=== block 1 ===
Figure 1. Sequential cells colored by netlist name (block 1).
Scale bar: 50 um. Other sequential cells in the stronger gray, the rest of the logic in the fainter gray.
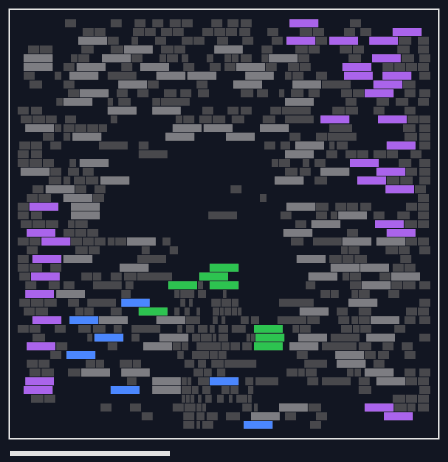

<file path="config.mk">
export PLATFORM = sky130hd
export DESIGN_NAME = mem_stage_ctrl
export DESIGN_NICKNAME = d
export VERILOG_FILES = /design/src/rtl/mem_stage_ctrl.sv
export SDC_FILE = /design/constraint.sdc
export NUM_CORES = 1
export LEC_CHECK = 0
export CAP_MARGIN = 40
export CORE_MARGIN = 2
export CORE_UTILIZATION = 30
export DETAILED_ROUTE_END_ITERATION = 7
export PLACE_DENSITY_LB_ADDON = 0.15
export SLEW_MARGIN = 20
export SYNTH_ARGS = -nofsm -noshare
export SYNTH_HDL_FRONTEND = slang
export SYNTH_SLANG_ARGS = --single-unit
</file>
<file path="constraint.sdc">
create_clock -name clk -period 2.41 [get_ports clk]
set_input_delay 0.482 -clock clk [delete_from_list [all_inputs] [get_ports clk]]
set_output_delay 0.482 -clock clk [all_outputs]
set_load 0.02 [all_outputs]
</file>
<file path="src/rtl/mem_stage_ctrl.sv">
// mem_stage_ctrl: memory-stage controller between EX and the data cache.
// Takes one load/store from EX, runs the cache request handshake, stalls
// EX while the access is in flight and hands the result to writeback.
// Non-memory instructions pass through with one registered cycle.
//
// Ports:
//   clk, rst_n                  clock, async active-low reset
//   ex_valid/load/store         EX instruction and its memory type
//   ex_addr/wdata/rd            word address, store data or ALU result, rd
//   flush                       discard the current instruction's result
//   stall                       EX must hold its outputs
//   dc_addr/read/write/wdata    cache request, held level until dc_over
//   dc_rdata, dc_over           cache read data and completion flag
//   wb_valid/rd/data/load       one-cycle writeback result
//   err_timeout                 sticky cache-timeout flag
module mem_stage_ctrl #(
  parameter int WORD_SIZE = 32,
  parameter int REG_BITS  = 5,
  parameter int TIMEOUT   = 255
) (
  input  logic                 clk,
  input  logic                 rst_n,
  input  logic                 ex_valid,
  input  logic                 ex_load,
  input  logic                 ex_store,
  input  logic [WORD_SIZE-1:0] ex_addr,
  input  logic [WORD_SIZE-1:0] ex_wdata,
  input  logic [REG_BITS-1:0]  ex_rd,
  input  logic                 flush,
  output logic                 stall,
  output logic [WORD_SIZE-1:0] dc_addr,
  output logic                 dc_read,
  output logic                 dc_write,
  output logic [WORD_SIZE-1:0] dc_wdata,
  input  logic [WORD_SIZE-1:0] dc_rdata,
  input  logic                 dc_over,
  output logic                 wb_valid,
  output logic [REG_BITS-1:0]  wb_rd,
  output logic [WORD_SIZE-1:0] wb_data,
  output logic                 wb_load,
  output logic                 err_timeout
);

  localparam int CW =
    (TIMEOUT > 1) ? $clog2(TIMEOUT) : 1;
  localparam logic [CW-1:0] CNT_LAST =
    CW'(TIMEOUT - 1);

  typedef enum logic [1:0] {
    IDLE,
    ACCESS,
    GAP
  } state_t;

  typedef enum logic [1:0] {
    OP_ALU,
    OP_LOAD,
    OP_STORE
  } op_t;

  typedef struct packed {
    logic [REG_BITS-1:0] rd;
    logic                load;
    logic                kill;
  } req_t;

  state_t        state;
  state_t        state_nx;
  op_t           op;
  req_t          req;
  logic [CW-1:0] cnt;

  logic ready;
  logic mem_take;
  logic alu_take;
  logic in_access;
  logic done;
  logic abort;
  logic finish;
  logic kill;
  logic good_load;

  // Load wins when both type bits are set.
  always_comb begin
    op = OP_ALU;
    unique case (1'b1)
      ex_load:              op = OP_LOAD;
      ex_store && !ex_load: op = OP_STORE;
      default:              op = OP_ALU;
    endcase
  end

  // IDLE and GAP both accept a new instruction; GAP
  // only differs in that the request lines were low
  // for this cycle, so a memory op taken here starts
  // its access directly after the falling edge.
  assign ready     = (state != ACCESS);
  assign in_access = (state == ACCESS);
  assign mem_take  = ready & ex_valid
                   & (op != OP_ALU);
  assign alu_take  = ready & ex_valid
                   & (op == OP_ALU);

  assign done   = in_access & dc_over;
  assign abort  = in_access & ~dc_over
                & (cnt == CNT_LAST);
  assign finish = done | abort;

  // A flush seen on the finishing edge still counts.
  assign kill      = req.kill | flush;
  assign good_load = done & req.load;

  // State register.
  always_ff @(posedge clk or negedge rst_n) begin
    if (!rst_n) begin
      state <= IDLE;
    end else begin
      state <= state_nx;
    end
  end

  // Next-state logic.
  always_comb begin
    state_nx = state;
    unique case (state)
      IDLE: begin
        if (mem_take) begin
          state_nx = ACCESS;
        end
      end
      ACCESS: begin
        if (finish) begin
          state_nx = GAP;
        end
      end
      GAP: begin
        if (mem_take) begin
          state_nx = ACCESS;
        end else begin
          state_nx = IDLE;
        end
      end
      default: state_nx = IDLE;
    endcase
  end

  // Output logic.
  always_comb begin
    stall = 1'b0;
    unique case (state)
      ACCESS:  stall = 1'b1;
      default: stall = mem_take;
    endcase
  end

  // Captured instruction context.
  always_ff @(posedge clk or negedge rst_n) begin
    if (!rst_n) begin
      req <= '0;
    end else if (mem_take) begin
      req.rd   <= ex_rd;
      req.load <= (op == OP_LOAD);
      req.kill <= flush;
    end else if (in_access) begin
      req.kill <= kill;
    end
  end

  // Cache request: held constant for the whole access.
  always_ff @(posedge clk or negedge rst_n) begin
    if (!rst_n) begin
      dc_addr  <= '0;
      dc_wdata <= '0;
      dc_read  <= 1'b0;
      dc_write <= 1'b0;
    end else if (mem_take) begin
      dc_addr  <= ex_addr;
      dc_wdata <= ex_wdata;
      dc_read  <= (op == OP_LOAD);
      dc_write <= (op == OP_STORE);
    end else if (finish) begin
      dc_read  <= 1'b0;
      dc_write <= 1'b0;
    end
  end

  // Access watchdog.
  always_ff @(posedge clk or negedge rst_n) begin
    if (!rst_n) begin
      cnt <= '0;
    end else if (mem_take) begin
      cnt <= '0;
    end else if (in_access && !finish) begin
      cnt <= cnt + CW'(1);
    end
  end

  always_ff @(posedge clk or negedge rst_n) begin
    if (!rst_n) begin
      err_timeout <= 1'b0;
    end else if (abort) begin
      err_timeout <= 1'b1;
    end
  end

  // Writeback result. Stores and aborted accesses
  // return zero data; rd is always forwarded.
  always_ff @(posedge clk or negedge rst_n) begin
    if (!rst_n) begin
      wb_valid <= 1'b0;
      wb_rd    <= '0;
      wb_data  <= '0;
      wb_load  <= 1'b0;
    end else begin
      wb_valid <= 1'b0;
      if (alu_take) begin
        wb_valid <= ~flush;
        wb_rd    <= ex_rd;
        wb_data  <= ex_wdata;
        wb_load  <= 1'b0;
      end else if (finish) begin
        wb_valid <= ~kill;
        wb_rd    <= req.rd;
        wb_load  <= good_load;
        wb_data  <= good_load ? dc_rdata : '0;
      end
    end
  end

endmodule

</file>
=== block 2 ===
File: src/rtl/delta_pkg.sv
`default_nettype none
// +----------------------------------------------------------------------------+
// | Package : delta_pkg                                                        |
// | Shared widths, uio pin indices and the signed add/saturate helper.         |
// | Rev 1.0 - initial release                                                  |
// +----------------------------------------------------------------------------+
package delta_pkg;

    localparam int DATA_W = 8;

    localparam int IN_VALID_B   = 0;
    localparam int OUT_READY_B  = 1;
    localparam int LOAD_B       = 2;
    localparam int SAT_EN_B     = 3;
    localparam int IN_READY_B   = 4;
    localparam int OUT_VALID_B  = 5;
    localparam int OVF_STICKY_B = 6;
    localparam int OVF_PULSE_B  = 7;

    localparam logic [DATA_W-1:0] UIO_OE_MASK = 8'hF0;
    localparam logic [DATA_W-1:0] SAT_MAX     = 8'h7F;
    localparam logic [DATA_W-1:0] SAT_MIN     = 8'h80;

    // Returns {ovf, result}; overflow is reported whether or not saturation is on.
    function automatic logic [DATA_W:0] sat_add8(
        input logic [DATA_W-1:0] acc,
        input logic [DATA_W-1:0] delta,
        input logic              sat
    );
        logic [DATA_W:0]   w_sum;
        logic              w_ovf;
        logic [DATA_W-1:0] w_res;
        w_sum = {acc[DATA_W-1], acc} + {delta[DATA_W-1], delta};
        w_ovf = w_sum[DATA_W] ^ w_sum[DATA_W-1];
        if (sat && w_ovf)
            w_res = w_sum[DATA_W] ? SAT_MIN : SAT_MAX;
        else
            w_res = w_sum[DATA_W-1:0];
        return {w_ovf, w_res};
    endfunction

endpackage
`default_nettype wire

File: src/rtl/delta_fifo.sv
`default_nettype none
// +----------------------------------------------------------------------------+
// | Module  : delta_fifo                                                       |
// | Small synchronous FIFO with extra-MSB wrap pointers.                       |
// | Rev 1.0 - initial release                                                  |
// +----------------------------------------------------------------------------+
module delta_fifo #(
    parameter int DEPTH  = 2,
    parameter int DATA_W = 8
) (
    input  logic              clk,
    input  logic              rst_n,
    input  logic              i_push,
    input  logic [DATA_W-1:0] i_data,
    input  logic              i_pop,
    output logic              o_full,
    output logic              o_empty,
    output logic [DATA_W-1:0] o_head
);

    localparam int c_AW = $clog2(DEPTH);

    logic [DATA_W-1:0] r_mem [DEPTH];
    logic [c_AW:0]     r_wr_ptr;
    logic [c_AW:0]     r_rd_ptr;

    always_ff @(posedge clk or negedge rst_n) begin
        if (!rst_n) begin
            r_wr_ptr <= '0;
            r_rd_ptr <= '0;
            for (int i = 0; i < DEPTH; i++) r_mem[i] <= '0;
        end else begin
            if (i_push) begin
                r_mem[r_wr_ptr[c_AW-1:0]] <= i_data;
                r_wr_ptr                  <= r_wr_ptr + 1'b1;
            end
            if (i_pop) r_rd_ptr <= r_rd_ptr + 1'b1;
        end
    end

    // Same slot index but different lap bit means the writer is one lap ahead.
    assign o_full  = (r_wr_ptr[c_AW] != r_rd_ptr[c_AW]) &&
                     (r_wr_ptr[c_AW-1:0] == r_rd_ptr[c_AW-1:0]);
    assign o_empty = (r_wr_ptr == r_rd_ptr);
    assign o_head  = r_mem[r_rd_ptr[c_AW-1:0]];

endmodule
`default_nettype wire

File: src/rtl/tt_um_delta_decoder.sv
`default_nettype none
// +----------------------------------------------------------------------------+
// | Module  : tt_um_delta_decoder                                              |
// | Accumulates signed deltas into absolute samples, FIFO-buffered output.     |
// | Rev 1.0 - initial release                                                  |
// +----------------------------------------------------------------------------+
module tt_um_delta_decoder
    import delta_pkg::*;
#(
    parameter int                DEPTH    = 2,
    parameter logic [DATA_W-1:0] RST_SEED = 8'h00
) (
    input  logic              clk,
    input  logic              rst_n,
    input  logic              ena,
    input  logic [DATA_W-1:0] ui_in,
    input  logic [DATA_W-1:0] uio_in,
    output logic [DATA_W-1:0] uo_out,
    output logic [DATA_W-1:0] uio_out,
    output logic [DATA_W-1:0] uio_oe
);

    logic [DATA_W-1:0] r_acc;
    logic              r_ovf_sticky;
    logic              r_ovf_pulse;

    logic              w_in_valid;
    logic              w_out_ready;
    logic              w_load;
    logic              w_sat_en;
    logic              w_in_ready;
    logic              w_out_valid;
    logic              w_accept;
    logic              w_pop;
    logic              w_full;
    logic              w_empty;
    logic [DATA_W-1:0] w_head;
    logic [DATA_W:0]   w_sum;
    logic [DATA_W-1:0] w_next_acc;
    logic              w_ovf;
    logic              w_unused;

    assign w_in_valid  = uio_in[IN_VALID_B];
    assign w_out_ready = uio_in[OUT_READY_B];
    assign w_load      = uio_in[LOAD_B];
    assign w_sat_en    = uio_in[SAT_EN_B];
    assign w_unused    = ^uio_in[DATA_W-1:4];

    // rst_n gating keeps uio_out all-zero while reset is held, even with ena high.
    assign w_in_ready  = ena & rst_n & ~w_full;
    assign w_out_valid = ena & ~w_empty;
    assign w_accept    = w_in_valid & w_in_ready;
    assign w_pop       = w_out_valid & w_out_ready;

    assign w_sum      = sat_add8(r_acc, ui_in, w_sat_en);
    assign w_next_acc = w_load ? ui_in : w_sum[DATA_W-1:0];
    assign w_ovf      = ~w_load & w_sum[DATA_W];

    always_ff @(posedge clk or negedge rst_n) begin
        if (!rst_n) begin
            r_acc        <= RST_SEED;
            r_ovf_sticky <= 1'b0;
            r_ovf_pulse  <= 1'b0;
        end else begin
            r_ovf_pulse <= w_accept & w_ovf;
            if (w_accept) begin
                r_acc <= w_next_acc;
                if (w_load) r_ovf_sticky <= 1'b0;
                else        r_ovf_sticky <= r_ovf_sticky | w_ovf;
            end
        end
    end

    delta_fifo #(
        .DEPTH  (DEPTH),
        .DATA_W (DATA_W)
    ) u_fifo (
        .clk     (clk),
        .rst_n   (rst_n),
        .i_push  (w_accept),
        .i_data  (w_next_acc),
        .i_pop   (w_pop),
        .o_full  (w_full),
        .o_empty (w_empty),
        .o_head  (w_head)
    );

    assign uo_out = w_empty ? '0 : w_head;
    assign uio_oe = UIO_OE_MASK;

    always_comb begin
        uio_out               = '0;
        uio_out[IN_READY_B]   = w_in_ready;
        uio_out[OUT_VALID_B]  = w_out_valid;
        uio_out[OVF_STICKY_B] = r_ovf_sticky;
        uio_out[OVF_PULSE_B]  = r_ovf_pulse;
    end

endmodule
`default_nettype wire

File: config.mk
export PLATFORM = sky130hd
export DESIGN_NAME = tt_um_delta_decoder
export DESIGN_NICKNAME = d
export VERILOG_FILES = /design/src/rtl/delta_pkg.sv /design/src/rtl/delta_fifo.sv /design/src/rtl/tt_um_delta_decoder.sv
export SDC_FILE = /design/constraint.sdc
export NUM_CORES = 1
export LEC_CHECK = 0
export ABC_AREA = 0
export CORE_UTILIZATION = 30
export CTS_BUF_LIST = sky130_fd_sc_hd__clkbuf_4 sky130_fd_sc_hd__clkbuf_8
export CTS_CLUSTER_DIAMETER = 40
export DETAILED_ROUTE_END_ITERATION = 10
export GPL_TIMING_DRIVEN = 0
export PLACE_DENSITY = 0.62
export SYNTH_ARGS = -nofsm -noshare
export SYNTH_HDL_FRONTEND = slang
export SYNTH_SLANG_ARGS = --single-unit
File: constraint.sdc
create_clock -name clk -period 5.01 [get_ports clk]
set_clock_uncertainty 0.1 [all_clocks]
set_input_delay 0.7515 -clock clk [delete_from_list [all_inputs] [get_ports clk]]
set_output_delay 0.7515 -clock clk [all_outputs]
set_load 0.02 [all_outputs]
=== block 3 ===
$ cat src/rtl/dac_cfg_pkg.sv
// Shared types for the DAC configuration sequencer.
package dac_cfg_pkg;

   localparam int DAC_WORD_W = 72;

   typedef enum logic [2:0] {
      S_IDLE,
      S_FETCH,
      S_LOAD,
      S_ISSUE,
      S_WAIT,
      S_GAP
   } state_e;

   typedef enum logic {
      SRC_TABLE,
      SRC_HOST
   } src_e;

endpackage

$ cat src/rtl/dac_cfg_timer.sv
// Loadable down-counter with terminal-count flag, shared by the inter-word gap
// and the per-transfer timeout. Load wins over counting; the count holds at zero.
module dac_cfg_timer #(
   parameter int W = 8
) (
   input  logic         clk,
   input  logic         rst_n,
   input  logic         load,
   input  logic [W-1:0] load_val,
   input  logic         en,
   output logic         tc
);

   logic [W-1:0] count_q, count_d;

   // next count: reload, or step down toward zero while enabled
   always_comb begin
      count_d = count_q;
      if (load) begin
         count_d = load_val;
      end else if (en && (count_q != '0)) begin
         count_d = count_q - 1'b1;
      end
   end

   // count register
   always_ff @(posedge clk or negedge rst_n) begin
      if (!rst_n) begin
         count_q <= '0;
      end else begin
         count_q <= count_d;
      end
   end

   assign tc = (count_q == '0);

endmodule

$ cat src/rtl/dac_cfg_sequencer.sv
// DAC configuration sequencer: walks the init ROM through the shared SPI engine
// and serves single host writes in between. Build macro DAC_CFG_RETRY_EN gives
// each word one re-issue after a timeout before cfg_err is raised.
//
// state | meaning
// IDLE  | waiting for cfg_start or a host write
// FETCH | rom_addr presents the current word index
// LOAD  | ROM word captured into spi_data_out
// ISSUE | one-cycle spi_start, timeout timer armed
// WAIT  | transfer in flight under timeout supervision
// GAP   | post-transfer idle, then next word or back to IDLE
module dac_cfg_sequencer
   import dac_cfg_pkg::*;
#(
   parameter int NUM_WORDS      = 16,
   parameter int WORD_W         = DAC_WORD_W,
   parameter int GAP_CYCLES     = 8,
   parameter int TIMEOUT_CYCLES = 255,
   localparam int AW = (NUM_WORDS > 1) ? $clog2(NUM_WORDS) : 1
) (
   input  logic              clk_20mhz_in,
   input  logic              rst_n_in,
   input  logic              cfg_start,
   output logic              cfg_busy,
   output logic              cfg_done,
   output logic              cfg_err,
   output logic [AW-1:0]     rom_addr,
   input  logic [WORD_W-1:0] rom_data,
   input  logic              host_wr_req,
   input  logic [WORD_W-1:0] host_wr_data,
   output logic              host_wr_ack,
   output logic              spi_start,
   output logic [WORD_W-1:0] spi_data_out,
   input  logic              spi_end
);

   localparam int TW_TMO = $clog2(TIMEOUT_CYCLES + 1);
   localparam int TW_GAP = $clog2(GAP_CYCLES + 1);
   localparam int TW     = (TW_TMO > TW_GAP) ? TW_TMO : TW_GAP;
   // Timer loaded in ISSUE hits zero in the WAIT cycle TIMEOUT_CYCLES-1 clocks
   // after spi_start, so cfg_err shows exactly TIMEOUT_CYCLES clocks after it.
   localparam logic [TW-1:0] TMO_LOAD = TW'(TIMEOUT_CYCLES - 2);
   // Timer loaded on spi_end: busy drops (or FETCH starts) GAP_CYCLES after spi_end.
   localparam logic [TW-1:0] GAP_LOAD = TW'((GAP_CYCLES > 1) ? GAP_CYCLES - 2 : 0);
   localparam logic [AW-1:0] LAST_IDX = AW'(NUM_WORDS - 1);

   state_e            state_q, state_d;
   src_e              src_q, src_d;
   logic [AW-1:0]     idx_q, idx_d;
   logic [WORD_W-1:0] data_q, data_d;
   logic              err_q, err_d;
   logic              done_q, done_d;
   logic              tmr_load, tmr_tc, tmr_en;
   logic [TW-1:0]     tmr_val;
   logic              retry_q;

   dac_cfg_timer #(.W(TW)) u_timer (
      .clk      (clk_20mhz_in),
      .rst_n    (rst_n_in),
      .load     (tmr_load),
      .load_val (tmr_val),
      .en       (tmr_en),
      .tc       (tmr_tc)
   );

   assign tmr_en = (state_q == S_WAIT) || (state_q == S_GAP);

`ifdef DAC_CFG_RETRY_EN
   logic retry_d;

   // one re-issue per word; the flag clears whenever a new word is taken
   always_comb begin
      retry_d = retry_q;
      if ((state_q == S_FETCH) || host_wr_ack) begin
         retry_d = 1'b0;
      end else if ((state_q == S_WAIT) && !spi_end && tmr_tc) begin
         retry_d = 1'b1;
      end
   end

   // retry flag register
   always_ff @(posedge clk_20mhz_in or negedge rst_n_in) begin
      if (!rst_n_in) begin
         retry_q <= 1'b0;
      end else begin
         retry_q <= retry_d;
      end
   end
`else
   // without retry every word behaves as if its retry were already spent
   assign retry_q = 1'b1;
`endif

   // next-state and Mealy outputs
   always_comb begin
      state_d     = state_q;
      src_d       = src_q;
      idx_d       = idx_q;
      data_d      = data_q;
      err_d       = err_q;
      done_d      = 1'b0;
      host_wr_ack = 1'b0;
      spi_start   = 1'b0;
      tmr_load    = 1'b0;
      tmr_val     = TMO_LOAD;
      unique case (state_q)
         S_IDLE: begin
            if (cfg_start) begin
               err_d   = 1'b0;
               idx_d   = '0;
               src_d   = SRC_TABLE;
               state_d = S_FETCH;
            end else if (host_wr_req) begin
               data_d      = host_wr_data;
               host_wr_ack = 1'b1;
               src_d       = SRC_HOST;
               state_d     = S_ISSUE;
            end
         end
         S_FETCH: state_d = S_LOAD;
         S_LOAD: begin
            data_d  = rom_data;
            state_d = S_ISSUE;
         end
         S_ISSUE: begin
            spi_start = 1'b1;
            tmr_load  = 1'b1;
            tmr_val   = TMO_LOAD;
            state_d   = S_WAIT;
         end
         S_WAIT: begin
            if (spi_end) begin
               tmr_load = 1'b1;
               tmr_val  = GAP_LOAD;
               state_d  = S_GAP;
            end else if (tmr_tc) begin
               if (!retry_q) begin
                  state_d = S_ISSUE;
               end else begin
                  err_d   = 1'b1;
                  state_d = S_IDLE;
               end
            end
         end
         S_GAP: begin
            if (tmr_tc) begin
               if (src_q == SRC_HOST) begin
                  state_d = S_IDLE;
               end else if (idx_q == LAST_IDX) begin
                  done_d  = 1'b1;
                  state_d = S_IDLE;
               end else begin
                  idx_d   = idx_q + AW'(1);
                  state_d = S_FETCH;
               end
            end
         end
         default: state_d = S_IDLE;
      endcase
   end

   // sequencer state registers
   always_ff @(posedge clk_20mhz_in or negedge rst_n_in) begin
      if (!rst_n_in) begin
         state_q <= S_IDLE;
         src_q   <= SRC_TABLE;
         idx_q   <= '0;
         data_q  <= '0;
         err_q   <= 1'b0;
         done_q  <= 1'b0;
      end else begin
         state_q <= state_d;
         src_q   <= src_d;
         idx_q   <= idx_d;
         data_q  <= data_d;
         err_q   <= err_d;
         done_q  <= done_d;
      end
   end

   assign cfg_busy     = (state_q != S_IDLE);
   assign cfg_done     = done_q;
   assign cfg_err      = err_q;
   assign rom_addr     = idx_q;
   assign spi_data_out = data_q;

endmodule
$ cat config.mk
export PLATFORM = sky130hd
export DESIGN_NAME = dac_cfg_sequencer
export DESIGN_NICKNAME = d
export VERILOG_FILES = /design/src/rtl/dac_cfg_pkg.sv /design/src/rtl/dac_cfg_timer.sv /design/src/rtl/dac_cfg_sequencer.sv
export SDC_FILE = /design/constraint.sdc
export NUM_CORES = 1
export LEC_CHECK = 0
export CORE_ASPECT_RATIO = 1.5
export CORE_UTILIZATION = 30
export CTS_CLUSTER_DIAMETER = 120
export DETAILED_ROUTE_END_ITERATION = 12
export PLACE_DENSITY = 0.71
export SLEW_MARGIN = 30
export SYNTH_ARGS = -nofsm -noshare
export SYNTH_HDL_FRONTEND = slang
export SYNTH_HIERARCHICAL = 1
export SYNTH_SLANG_ARGS = --single-unit
export TNS_END_PERCENT = 1
$ cat constraint.sdc
create_clock -name clk_20mhz_in -period 3.94 [get_ports clk_20mhz_in]
set_clock_uncertainty 0.05 [all_clocks]
set_input_delay 0.591 -clock clk_20mhz_in [delete_from_list [all_inputs] [get_ports clk_20mhz_in]]
set_output_delay 0.591 -clock clk_20mhz_in [all_outputs]
set_load 0.05 [all_outputs]
=== block 4 ===
[config.mk]
export PLATFORM = sky130hd
export DESIGN_NAME = prefetch_fetch_unit
export DESIGN_NICKNAME = d
export VERILOG_FILES = /design/src/rtl/prefetch_fetch_unit.sv
export SDC_FILE = /design/constraint.sdc
export NUM_CORES = 1
export LEC_CHECK = 0
export CAP_MARGIN = 40
export CORE_UTILIZATION = 45
export DETAILED_ROUTE_END_ITERATION = 12
export PLACE_DENSITY = 0.77
export SYNTH_ARGS = -nofsm -noshare
export SYNTH_HDL_FRONTEND = slang
export SYNTH_SLANG_ARGS = --single-unit
[constraint.sdc]
create_clock -name clk -period 7.56 [get_ports clk]
set_input_delay 1.134 -clock clk [delete_from_list [all_inputs] [get_ports clk]]
set_output_delay 1.134 -clock clk [all_outputs]
set_load 0.05 [all_outputs]
[src/rtl/prefetch_fetch_unit.sv]
// Instruction fetch stage: request/grant imem port, DEPTH-entry prefetch queue, redirect flush, sticky halt.
// Optional FETCH_BYPASS_EN lets a response reach decode in its arrival cycle when the queue is empty.
module prefetch_fetch_unit #(
    parameter int              XLEN      = 32,
    parameter int              DEPTH     = 4,
    parameter logic [XLEN-1:0] RESET_PC  = '0,
    parameter logic [XLEN-1:0] HALT_WORD = 32'hFC000000
) (
    input  logic            clk,
    input  logic            reset,
    output logic            imem_req,
    output logic [XLEN-1:0] imem_addr,
    input  logic            imem_gnt,
    input  logic [XLEN-1:0] imem_rdata,
    input  logic            redirect_valid,
    input  logic [XLEN-1:0] redirect_pc,
    output logic            if_valid,
    input  logic            if_ready,
    output logic [XLEN-1:0] if_instr,
    output logic [XLEN-1:0] if_pc,
    output logic [XLEN-1:0] if_pc_plus4,
    output logic            halted
);
    localparam int AW = $clog2(DEPTH);

    logic [XLEN-1:0] fetch_pc_q, fetch_pc_d;
    logic [XLEN-1:0] tag_pc_q, tag_pc_d;
    logic [XLEN-1:0] q_instr_q [DEPTH];
    logic [XLEN-1:0] q_instr_d [DEPTH];
    logic [XLEN-1:0] q_pc_q [DEPTH];
    logic [XLEN-1:0] q_pc_d [DEPTH];
    logic [AW-1:0]   rd_ptr_q, rd_ptr_d, wr_ptr_q, wr_ptr_d;
    logic [AW:0]     count_q, count_d;
    logic            inflight_q, inflight_d;
    logic            halted_q, halted_d;

    logic            rsp_ok, byp, pop, pop_q, push, grant, halt_set, flush;
    logic [AW+1:0]   used, limit;
    logic [XLEN-1:0] head_instr, head_pc;
    logic            unused_bits;

    assign unused_bits = ^redirect_pc[1:0];

    always_comb begin
        rsp_ok = inflight_q && !redirect_valid && !halted_q;
`ifdef FETCH_BYPASS_EN
        byp = rsp_ok && (count_q == '0);
`else
        byp = 1'b0;
`endif
        head_instr = byp ? imem_rdata : q_instr_q[rd_ptr_q];
        head_pc    = byp ? tag_pc_q   : q_pc_q[rd_ptr_q];

        if_valid    = !reset && !halted_q && !redirect_valid && ((count_q != '0) || byp);
        if_instr    = if_valid ? head_instr : '0;
        if_pc       = if_valid ? head_pc : '0;
        if_pc_plus4 = if_valid ? head_pc + XLEN'(4) : '0;
        halted      = halted_q;

        pop   = if_valid && if_ready;
        pop_q = pop && !byp;
        // A bypassed word that decode takes this cycle never touches the queue
        push  = rsp_ok && !(byp && pop);

        // Credit freed by a pop this cycle may be spent on a new request immediately
        used     = (AW+2)'(count_q) + (AW+2)'(inflight_q);
        limit    = (AW+2)'(DEPTH) + (AW+2)'(pop);
        imem_req  = !reset && !halted_q && !redirect_valid && (used < limit);
        imem_addr = fetch_pc_q;
        grant     = imem_req && imem_gnt;

        halt_set = pop && (if_instr == HALT_WORD);
        flush    = redirect_valid || halted_q || halt_set;

        fetch_pc_d = fetch_pc_q;
        if (redirect_valid && !halted_q)
            fetch_pc_d = {redirect_pc[XLEN-1:2], 2'b00};
        else if (grant)
            fetch_pc_d = fetch_pc_q + XLEN'(4);

        tag_pc_d   = grant ? fetch_pc_q : tag_pc_q;
        inflight_d = grant;
        halted_d   = halted_q || halt_set;

        q_instr_d = q_instr_q;
        q_pc_d    = q_pc_q;
        rd_ptr_d  = rd_ptr_q;
        wr_ptr_d  = wr_ptr_q;
        count_d   = count_q;
        if (flush) begin
            rd_ptr_d = '0;
            wr_ptr_d = '0;
            count_d  = '0;
        end else begin
            if (push) begin
                q_instr_d[wr_ptr_q] = imem_rdata;
                q_pc_d[wr_ptr_q]    = tag_pc_q;
                wr_ptr_d            = wr_ptr_q + 1'b1;
            end
            if (pop_q)
                rd_ptr_d = rd_ptr_q + 1'b1;
            count_d = count_q + (AW+1)'(push) - (AW+1)'(pop_q);
        end
    end

    always_ff @(posedge clk) begin
        if (reset) begin
            fetch_pc_q <= RESET_PC;
            tag_pc_q   <= RESET_PC;
            rd_ptr_q   <= '0;
            wr_ptr_q   <= '0;
            count_q    <= '0;
            inflight_q <= 1'b0;
            halted_q   <= 1'b0;
        end else begin
            fetch_pc_q <= fetch_pc_d;
            tag_pc_q   <= tag_pc_d;
            rd_ptr_q   <= rd_ptr_d;
            wr_ptr_q   <= wr_ptr_d;
            count_q    <= count_d;
            inflight_q <= inflight_d;
            halted_q   <= halted_d;
        end
    end

    // Queue storage needs no reset: count gates every read
    always_ff @(posedge clk) begin
        q_instr_q <= q_instr_d;
        q_pc_q    <= q_pc_d;
    end
endmodule


==> gallery <==
Nets reached from selected ports.
(a)
Scale bar: 50 um.
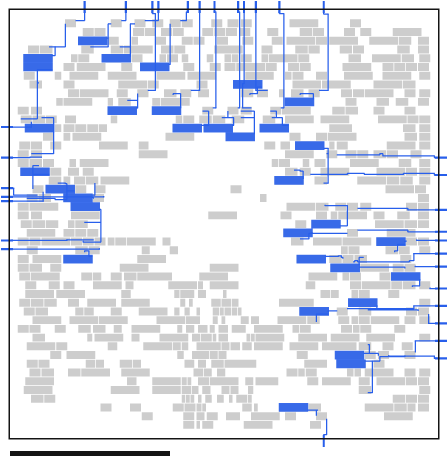
(b)
Scale bar: 20 um.
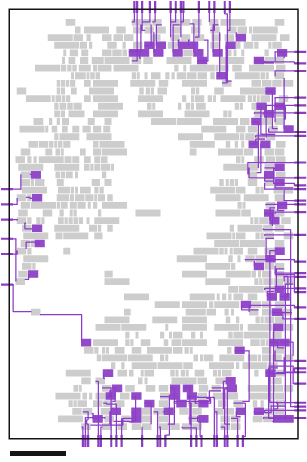
(c)
Scale bar: 50 um.
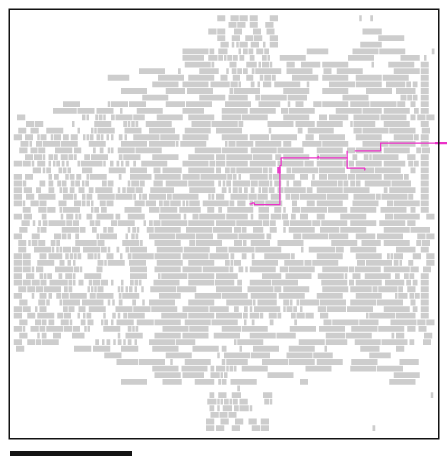
(d)
Scale bar: 20 um.
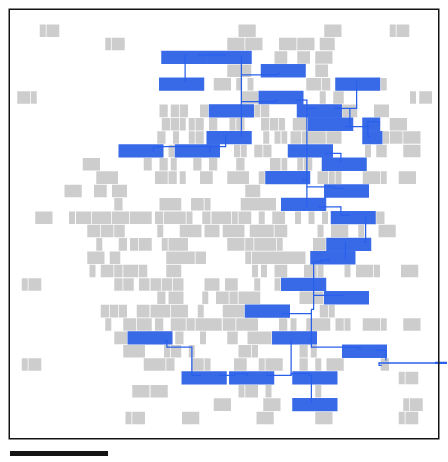
| picture | from |
|---|---|
| (d) | block 2 |
| (b) | block 3 |
| (c) | block 4 |
| (a) | block 1 |

Key to (a):
- dc_wdata: blue (bits 32; direction output; edge 12 north, 12 east, 7 west, 1 south; end cells 32; buffers 32; wire 1020 um)

Figure 2. The metal 1 layer (block 3).
Scale bar: 20 um. Supply wires on this layer in gray.
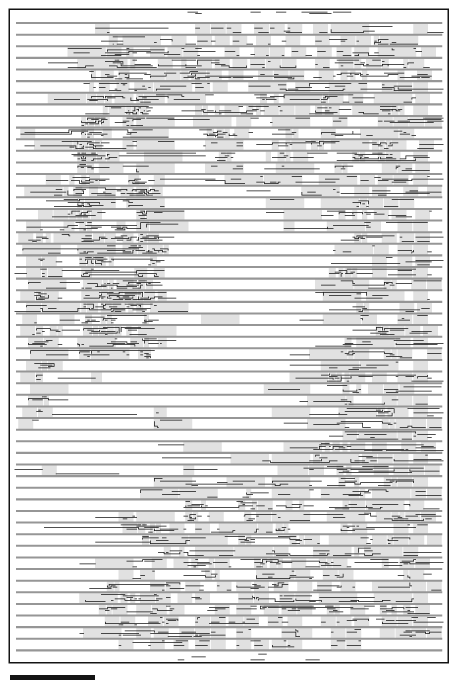
- nets with wire on the layer: 695
- share of all routed wire: 36%
- longest straight run: 29.0 um

==> reports/writeup.txt, block 3 <==
The flow ran to the end, and the final reports show no timing, DRC or antenna violations. In the final report, the number of hold violations comes to 0. The critical path ends at host_wr_ack. The biggest combinational cell group after synthesis was multiplexers.

Root cell of the clock tree: sky130_fd_sc_hd__clkbuf_16. The tools report the number of standard cells after synthesis as 449. The run gives 0 as the max-slew violation total from the final report.

The tools report the floorplan row count as 54. The ratio of final minimum period to clock period is 75.0%. The cell sequence reported for the critical path is nor3_1 -> inv_2 -> nor2_1 -> clkdlybuf4s50_1. Yosys instantiated no cell more often than sky130_fd_sc_hd__dfrtp_1. The worst path meets setup with 0.984 ns of slack. For the sequential group, total power comes out at 0.00162 W. The script parses the final routing iteration and logs DRC violations as 0. For the number of setup violations in the final report, the log shows 0.

The smallest clock period supported by the final layout is computed as 2.96 ns.
## block 3: flip-flops by register name, summed over array words and instances (netlist names)
register and count:
state_q 3, src_q 1, cfg_done 1, u_timer/count_q 8, cfg_err 1, rom_addr 4, spi_data_out 72
## block 3: area by class of cell
cell class,count,share of cell area (%)
inverters,9,0.468
flip-flops and latches,90,31.2
well taps,196,3.40
clock buffers,11,3.36
clock inverters,5,0.867
repair buffers,235,32.6
multi-input cells,319,28.1
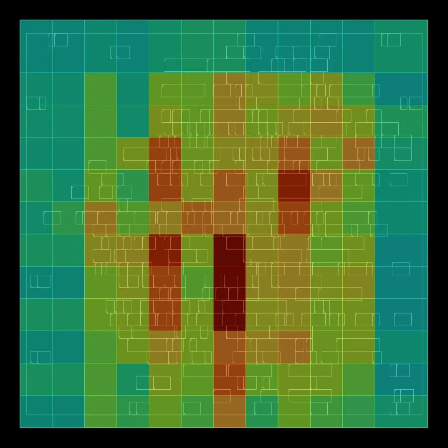
Figure 3: block 2, routing congestion map.
wire length per cell after detailed routing: 13.0 um
post-route core utilization: 39.0%

==> reports/writeup.txt, block 2 <==
The run finished with clean final reports. The y dimension of the die is 87.2 um, and the final hold violation count is 0. The data arrival at the endpoint of the critical path was 3.49 ns.

STA classifies the critical path startpoint as an input pin. The timing report gives the clock slew at the launch and capture registers of the worst setup and hold paths as 0.06 ns. For met2 alone, demand over resource in global routing was 24.1%.

The compound-gate portion of the synthesized area works out to 25.1%. Before any placement, the netlist area is recorded as 2180 um2. The first global-routing pass estimated 8.80 mm of wire. The detail-routed via count per cell works out to 4.78.

Warnings raised by the tools during the run amount to 30. The run gives 2 for the deepest level of the CTS H-tree. The launch instance of the worst min-delay path was u_fifo.r_mem[13].

The count of cell instances traversed by the critical path was 10. Post-synth the commonest register cell is sky130_fd_sc_hd__dfrtp_1. The sequential standard cell area was 751 um2; the leakage power of the design was 1.19 nW. The floorplan step defined a core boundary enclosing 6910 um2.

The number of cells on the worst reg-to-reg path is 9. The most common cell in the netlist was sky130_fd_sc_hd__dfrtp_1. The number of setup buffers added after CTS is 0. Register ranked first by flip-flop count: u_fifo.r_mem. The run gives 0.803 as the final RePlAce weighted congestion. Setup violations remaining at the end of the flow were counted as 0. Clock tree synthesis inserted a total of 5 buffers.

TritonCTS built the clock tree. The max-cap check violation count is 0. In the final layout, the registers with the most flip-flops are u_fifo.r_mem: 16 flops, r_acc: 8 flops.
## block 2: layout make-up
cell class	count	share of cell area, %
flip-flops and latches	30	27.9
repair buffers	25	9.11
clock inverters	1	1.12
inverters	9	1.25
clock buffers	6	3.07
multi-input cells	196	47.0
well taps	96	4.46
plain buffers	26	6.09
## block 2: power by group
group          switching [W]  internal [W]  leakage [nW]
registers          0.0000662      0.000355         0.371
clock network      0.0000894      0.000159        0.0573
logic               0.000621      0.000469         0.759
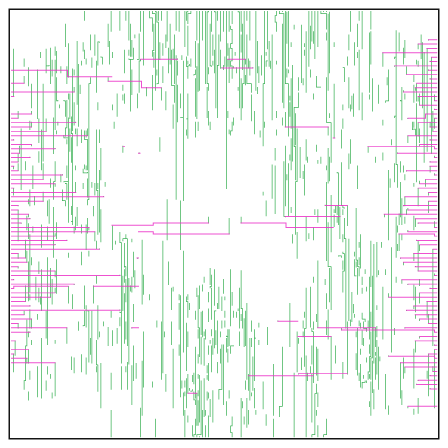
Figure 4: block 1, wiring by layer.
Only two layers are drawn.
- met2: green (wire length 6210 um)
- met3: magenta (wire length 1420 um)

Notes on Figure 1 above:
- cnt: green (sequential cells 8)
- req: blue (sequential cells 7)
- dc_addr: purple (sequential cells 32; where all over the die)

==> reports/writeup.txt, block 1 <==
The region available for standard cell placement spans 16500 um2. Of all the cell area in the finished design, the clock network holds 7.41%. With the ratio of final minimum period to clock period at 83.9%, the met3 layer wire length in the routed design is 1.42 mm. The run finished with clean final reports.

The largest cell class by area is flip-flops and latches. The largest registers in the layout are dc_addr: 32 flops, dc_wdata: 32 flops, wb_data: 32 flops. For this run, the number of Yosys warnings is 0. The post-synthesis sequential area ratio was 61.3%; the power drawn by the clock network was 0.00257 W. The biggest combinational cell group after synthesis is multiplexers. The most critical setup path has its endpoint at stall. The power report attributes to the sequential group a share of 33.5%. According to the I/O placement log, the pin count is 215. Per the OpenROAD floorplan log, the area of the die is 17800 um2.

The leakage power of the design came out at 3.54 nW. The final core utilization came out at 49.1%. The slowest stage of the critical path is the sky130_fd_sc_hd__clkdlybuf4s50_1 cell.

The run gives 17 for the number of clock buffer instances in the layout. The critical path goes through clkdlybuf4s50_1 -> nor2_1 -> nand3b_1 -> nand2_1 -> dlymetal6s2s_1. Global routing used 16.2% of the available tracks. Sequential cells make up 38.0% of the cell area. The tools report the power consumed by sequential cells as 0.00330 W. The fraction of synthesized cell area in xor and xnor cells came out at 0.349%.

In this design, the largest share of critical-path delay is due to buffers and inverters. The tools report the deepest level of the CTS H-tree as 4.
block 1: Yosys cell counts (all sizes together) (2+ instances only):
cell	n	share of area (%)
dfrtp	123	61
mux2	69	15
and3	33	4.1
a221o	32	6.4
buf	16	2.1
a22o	9	1.6
nand2	9	0.67
clkbuf	7	0.52
nor2	7	0.57
o21ai	7	0.70
a21o	6	0.90
inv	4	0.30
nand3	3	0.30
a21oi	2	0.20
and2	2	0.25
ha	2	0.50
nand2b	2	0.25
nand3b	2	0.30
nand4	2	0.37
nor2b	2	0.25
o211ai	2	0.30
o31ai	2	0.57
Figure 5. Routing congestion map (block 4).
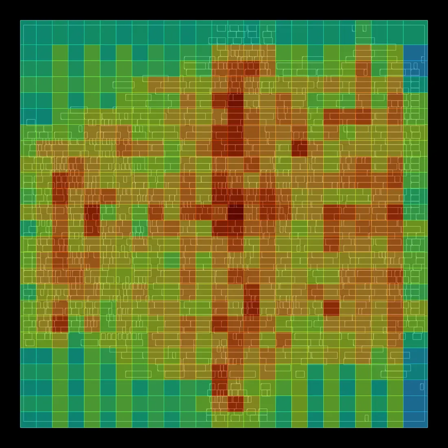
fraction of met1 tracks used by global routing: 30.1%
aggregate global-route resource usage: 21.8%
global-route met2 utilization: 35.4%

==> reports/writeup.txt, block 4 <==
The run finished with clean final reports. With the number of DRC markers in iteration 0 at 1021, the max-slew violation total from the final report is 0. The run gives 23.9% for the layout overhead on the synthesized area.

The transition time at the pin with the least slew margin was 0.836 ns; the global-route track usage on met3 was 4.22%. After the flow finishes, the layout carries non-filler instances totaling 1552. The run gives 0 for the initial antenna violation count. The routed length per placed instance came out at 21.9 um. The launch point of the worst min-delay path is recorded as tag_pc_q[29]. The largest area contributor in the synthesized netlist is sky130_fd_sc_hd__edfxtp_1. The largest registers in the layout are q_instr_q: 128 flops, q_pc_q: 120 flops. The tools report the deepest level of the CTS H-tree as 1.

Nets still carrying antenna violations after routing amount to 0. The worst clock skew on the final layout is 0.0102 ns. Detailed-route via count: 9097. The destination of the worst register-to-register timing path is q_pc_q[119]. The final core utilization is 56.9%.

The power report attributes to the clock group a share of 40.5%. The kind of launch point of the worst setup path was a flop. After layout, the worst setup slack is 2.19 ns.

Counting flops with an async set or reset pin after synthesis yields a share of 0%. The number of input and output port buffers inserted was 191; the required time at the endpoint of the critical path was 6.43 ns. The power density over the cells is 211 nW/um2, and the floorplan row count is 63. Power attributed to combinational cells is 0.000203 W. Busiest layer in global routing: met2. Clock latency on the worst-skew pair, taken at its later pin, is 0.56 ns. The type of destination of the critical path is a primary output.

Setup repair after global routing left no endpoint under its margin. Internal power comes to 0.00280 W. Summed over the clock group, the power is 0.00144 W. The Yosys step of the flow raised 0 warnings. CTS placed an instance of sky130_fd_sc_hd__clkbuf_16 at the clock tree root.

The number of global-route vias before repair is 8812. Listed in order, past its start point the critical path passes buf_12 -> mux4_2 -> and3_1 -> nand3_2 -> nor4_1 -> mux2_2 -> clkdlybuf4s50_1. Looking at the worst setup and hold paths, the clock pins of their registers show a slew of 0.06 ns. The ratio of final minimum period to clock period works out to 71.1%. For reference, the top cells by count after synthesis are sky130_fd_sc_hd__edfxtp_1 (248), sky130_fd_sc_hd__nand2_1 (87), sky130_fd_sc_hd__and3_1 (71). The family with the most delay on the worst path is simple AND/OR/NAND/NOR gates. The initial utilization of the core area, before any placement, comes to 45.9%. Across all hold checks on the routed design, the worst slack comes to 0.499 ns. With the number of unique standard cell types used by synthesis at 59, the core region area is 29700 um2.
==> block 4: area by class of cell <==
type	instances	area, um2
fillers	2307	12800
flip-flops and latches	317	8830
multi-input cells	557	4460
repair buffers	211	2110
clock buffers	44	866
well taps	390	488
clock inverters	14	87.6
inverters	19	71.3
==> block 4: layer usage <==
layer,share of wire [%],wire (um)
met3,9.7,3280
met4,2.3,788
met1,41,13800
met2,47,16000
met5,0,0


==> layout pictures side by side <==
Sequential cells colored by netlist name.
panel A
Scale bar: 20 um. Other sequential cells in the stronger gray, the rest of the logic in the fainter gray.
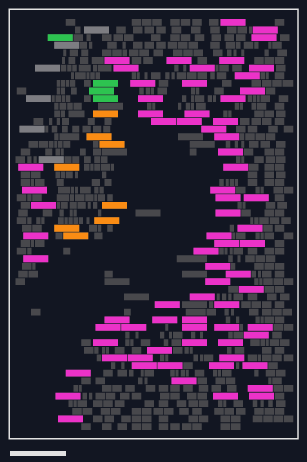
panel B
Scale bar: 50 um. Other sequential cells in the stronger gray, the rest of the logic in the fainter gray.
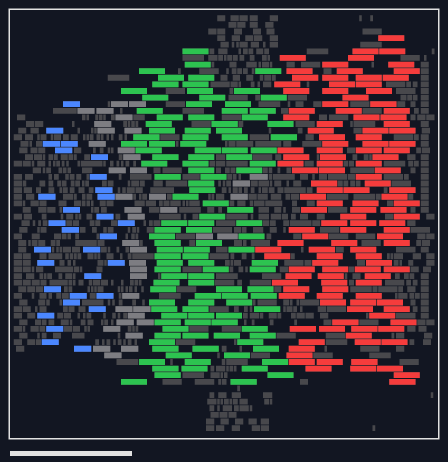
panel C
Scale bar: 20 um. Other sequential cells in the stronger gray, the rest of the logic in the fainter gray.
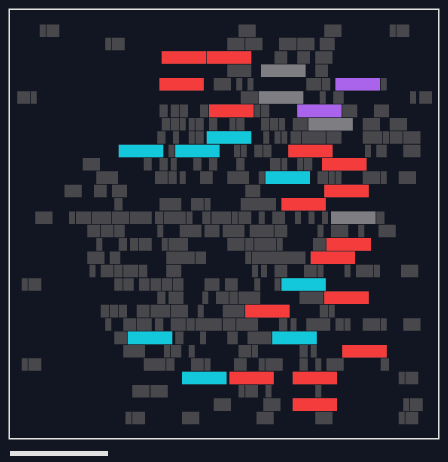
panel A -> block 3
panel C -> block 2
panel B -> block 4
Of these, most cells: panel B
Of these, fewest sequential cells: panel C

Key to panel A:
- spi_data_out: magenta (sequential cells 72; where all over the die)
- u_timer/count_q: orange (sequential cells 8)
- rom_addr: green (sequential cells 4)


==> gallery <==
Wiring by layer.
Only two layers are drawn.
image #1
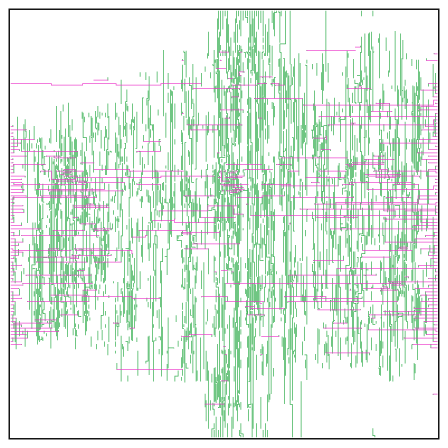
image #2
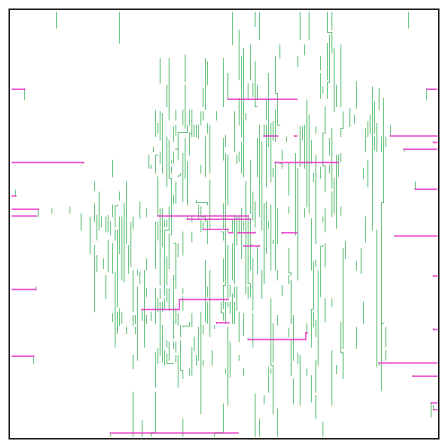
image #3
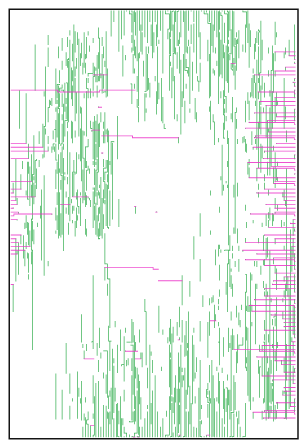
Image #3 comes from block 3.
Image #1 comes from block 4.
Image #2 comes from block 2.
The one with the most wire is image #1.

Key to image #1:
- met2: green (wire length 16000 um)
- met3: magenta (wire length 3280 um)

Power figures rest on the tool's default switching activity, not on a simulated workload.
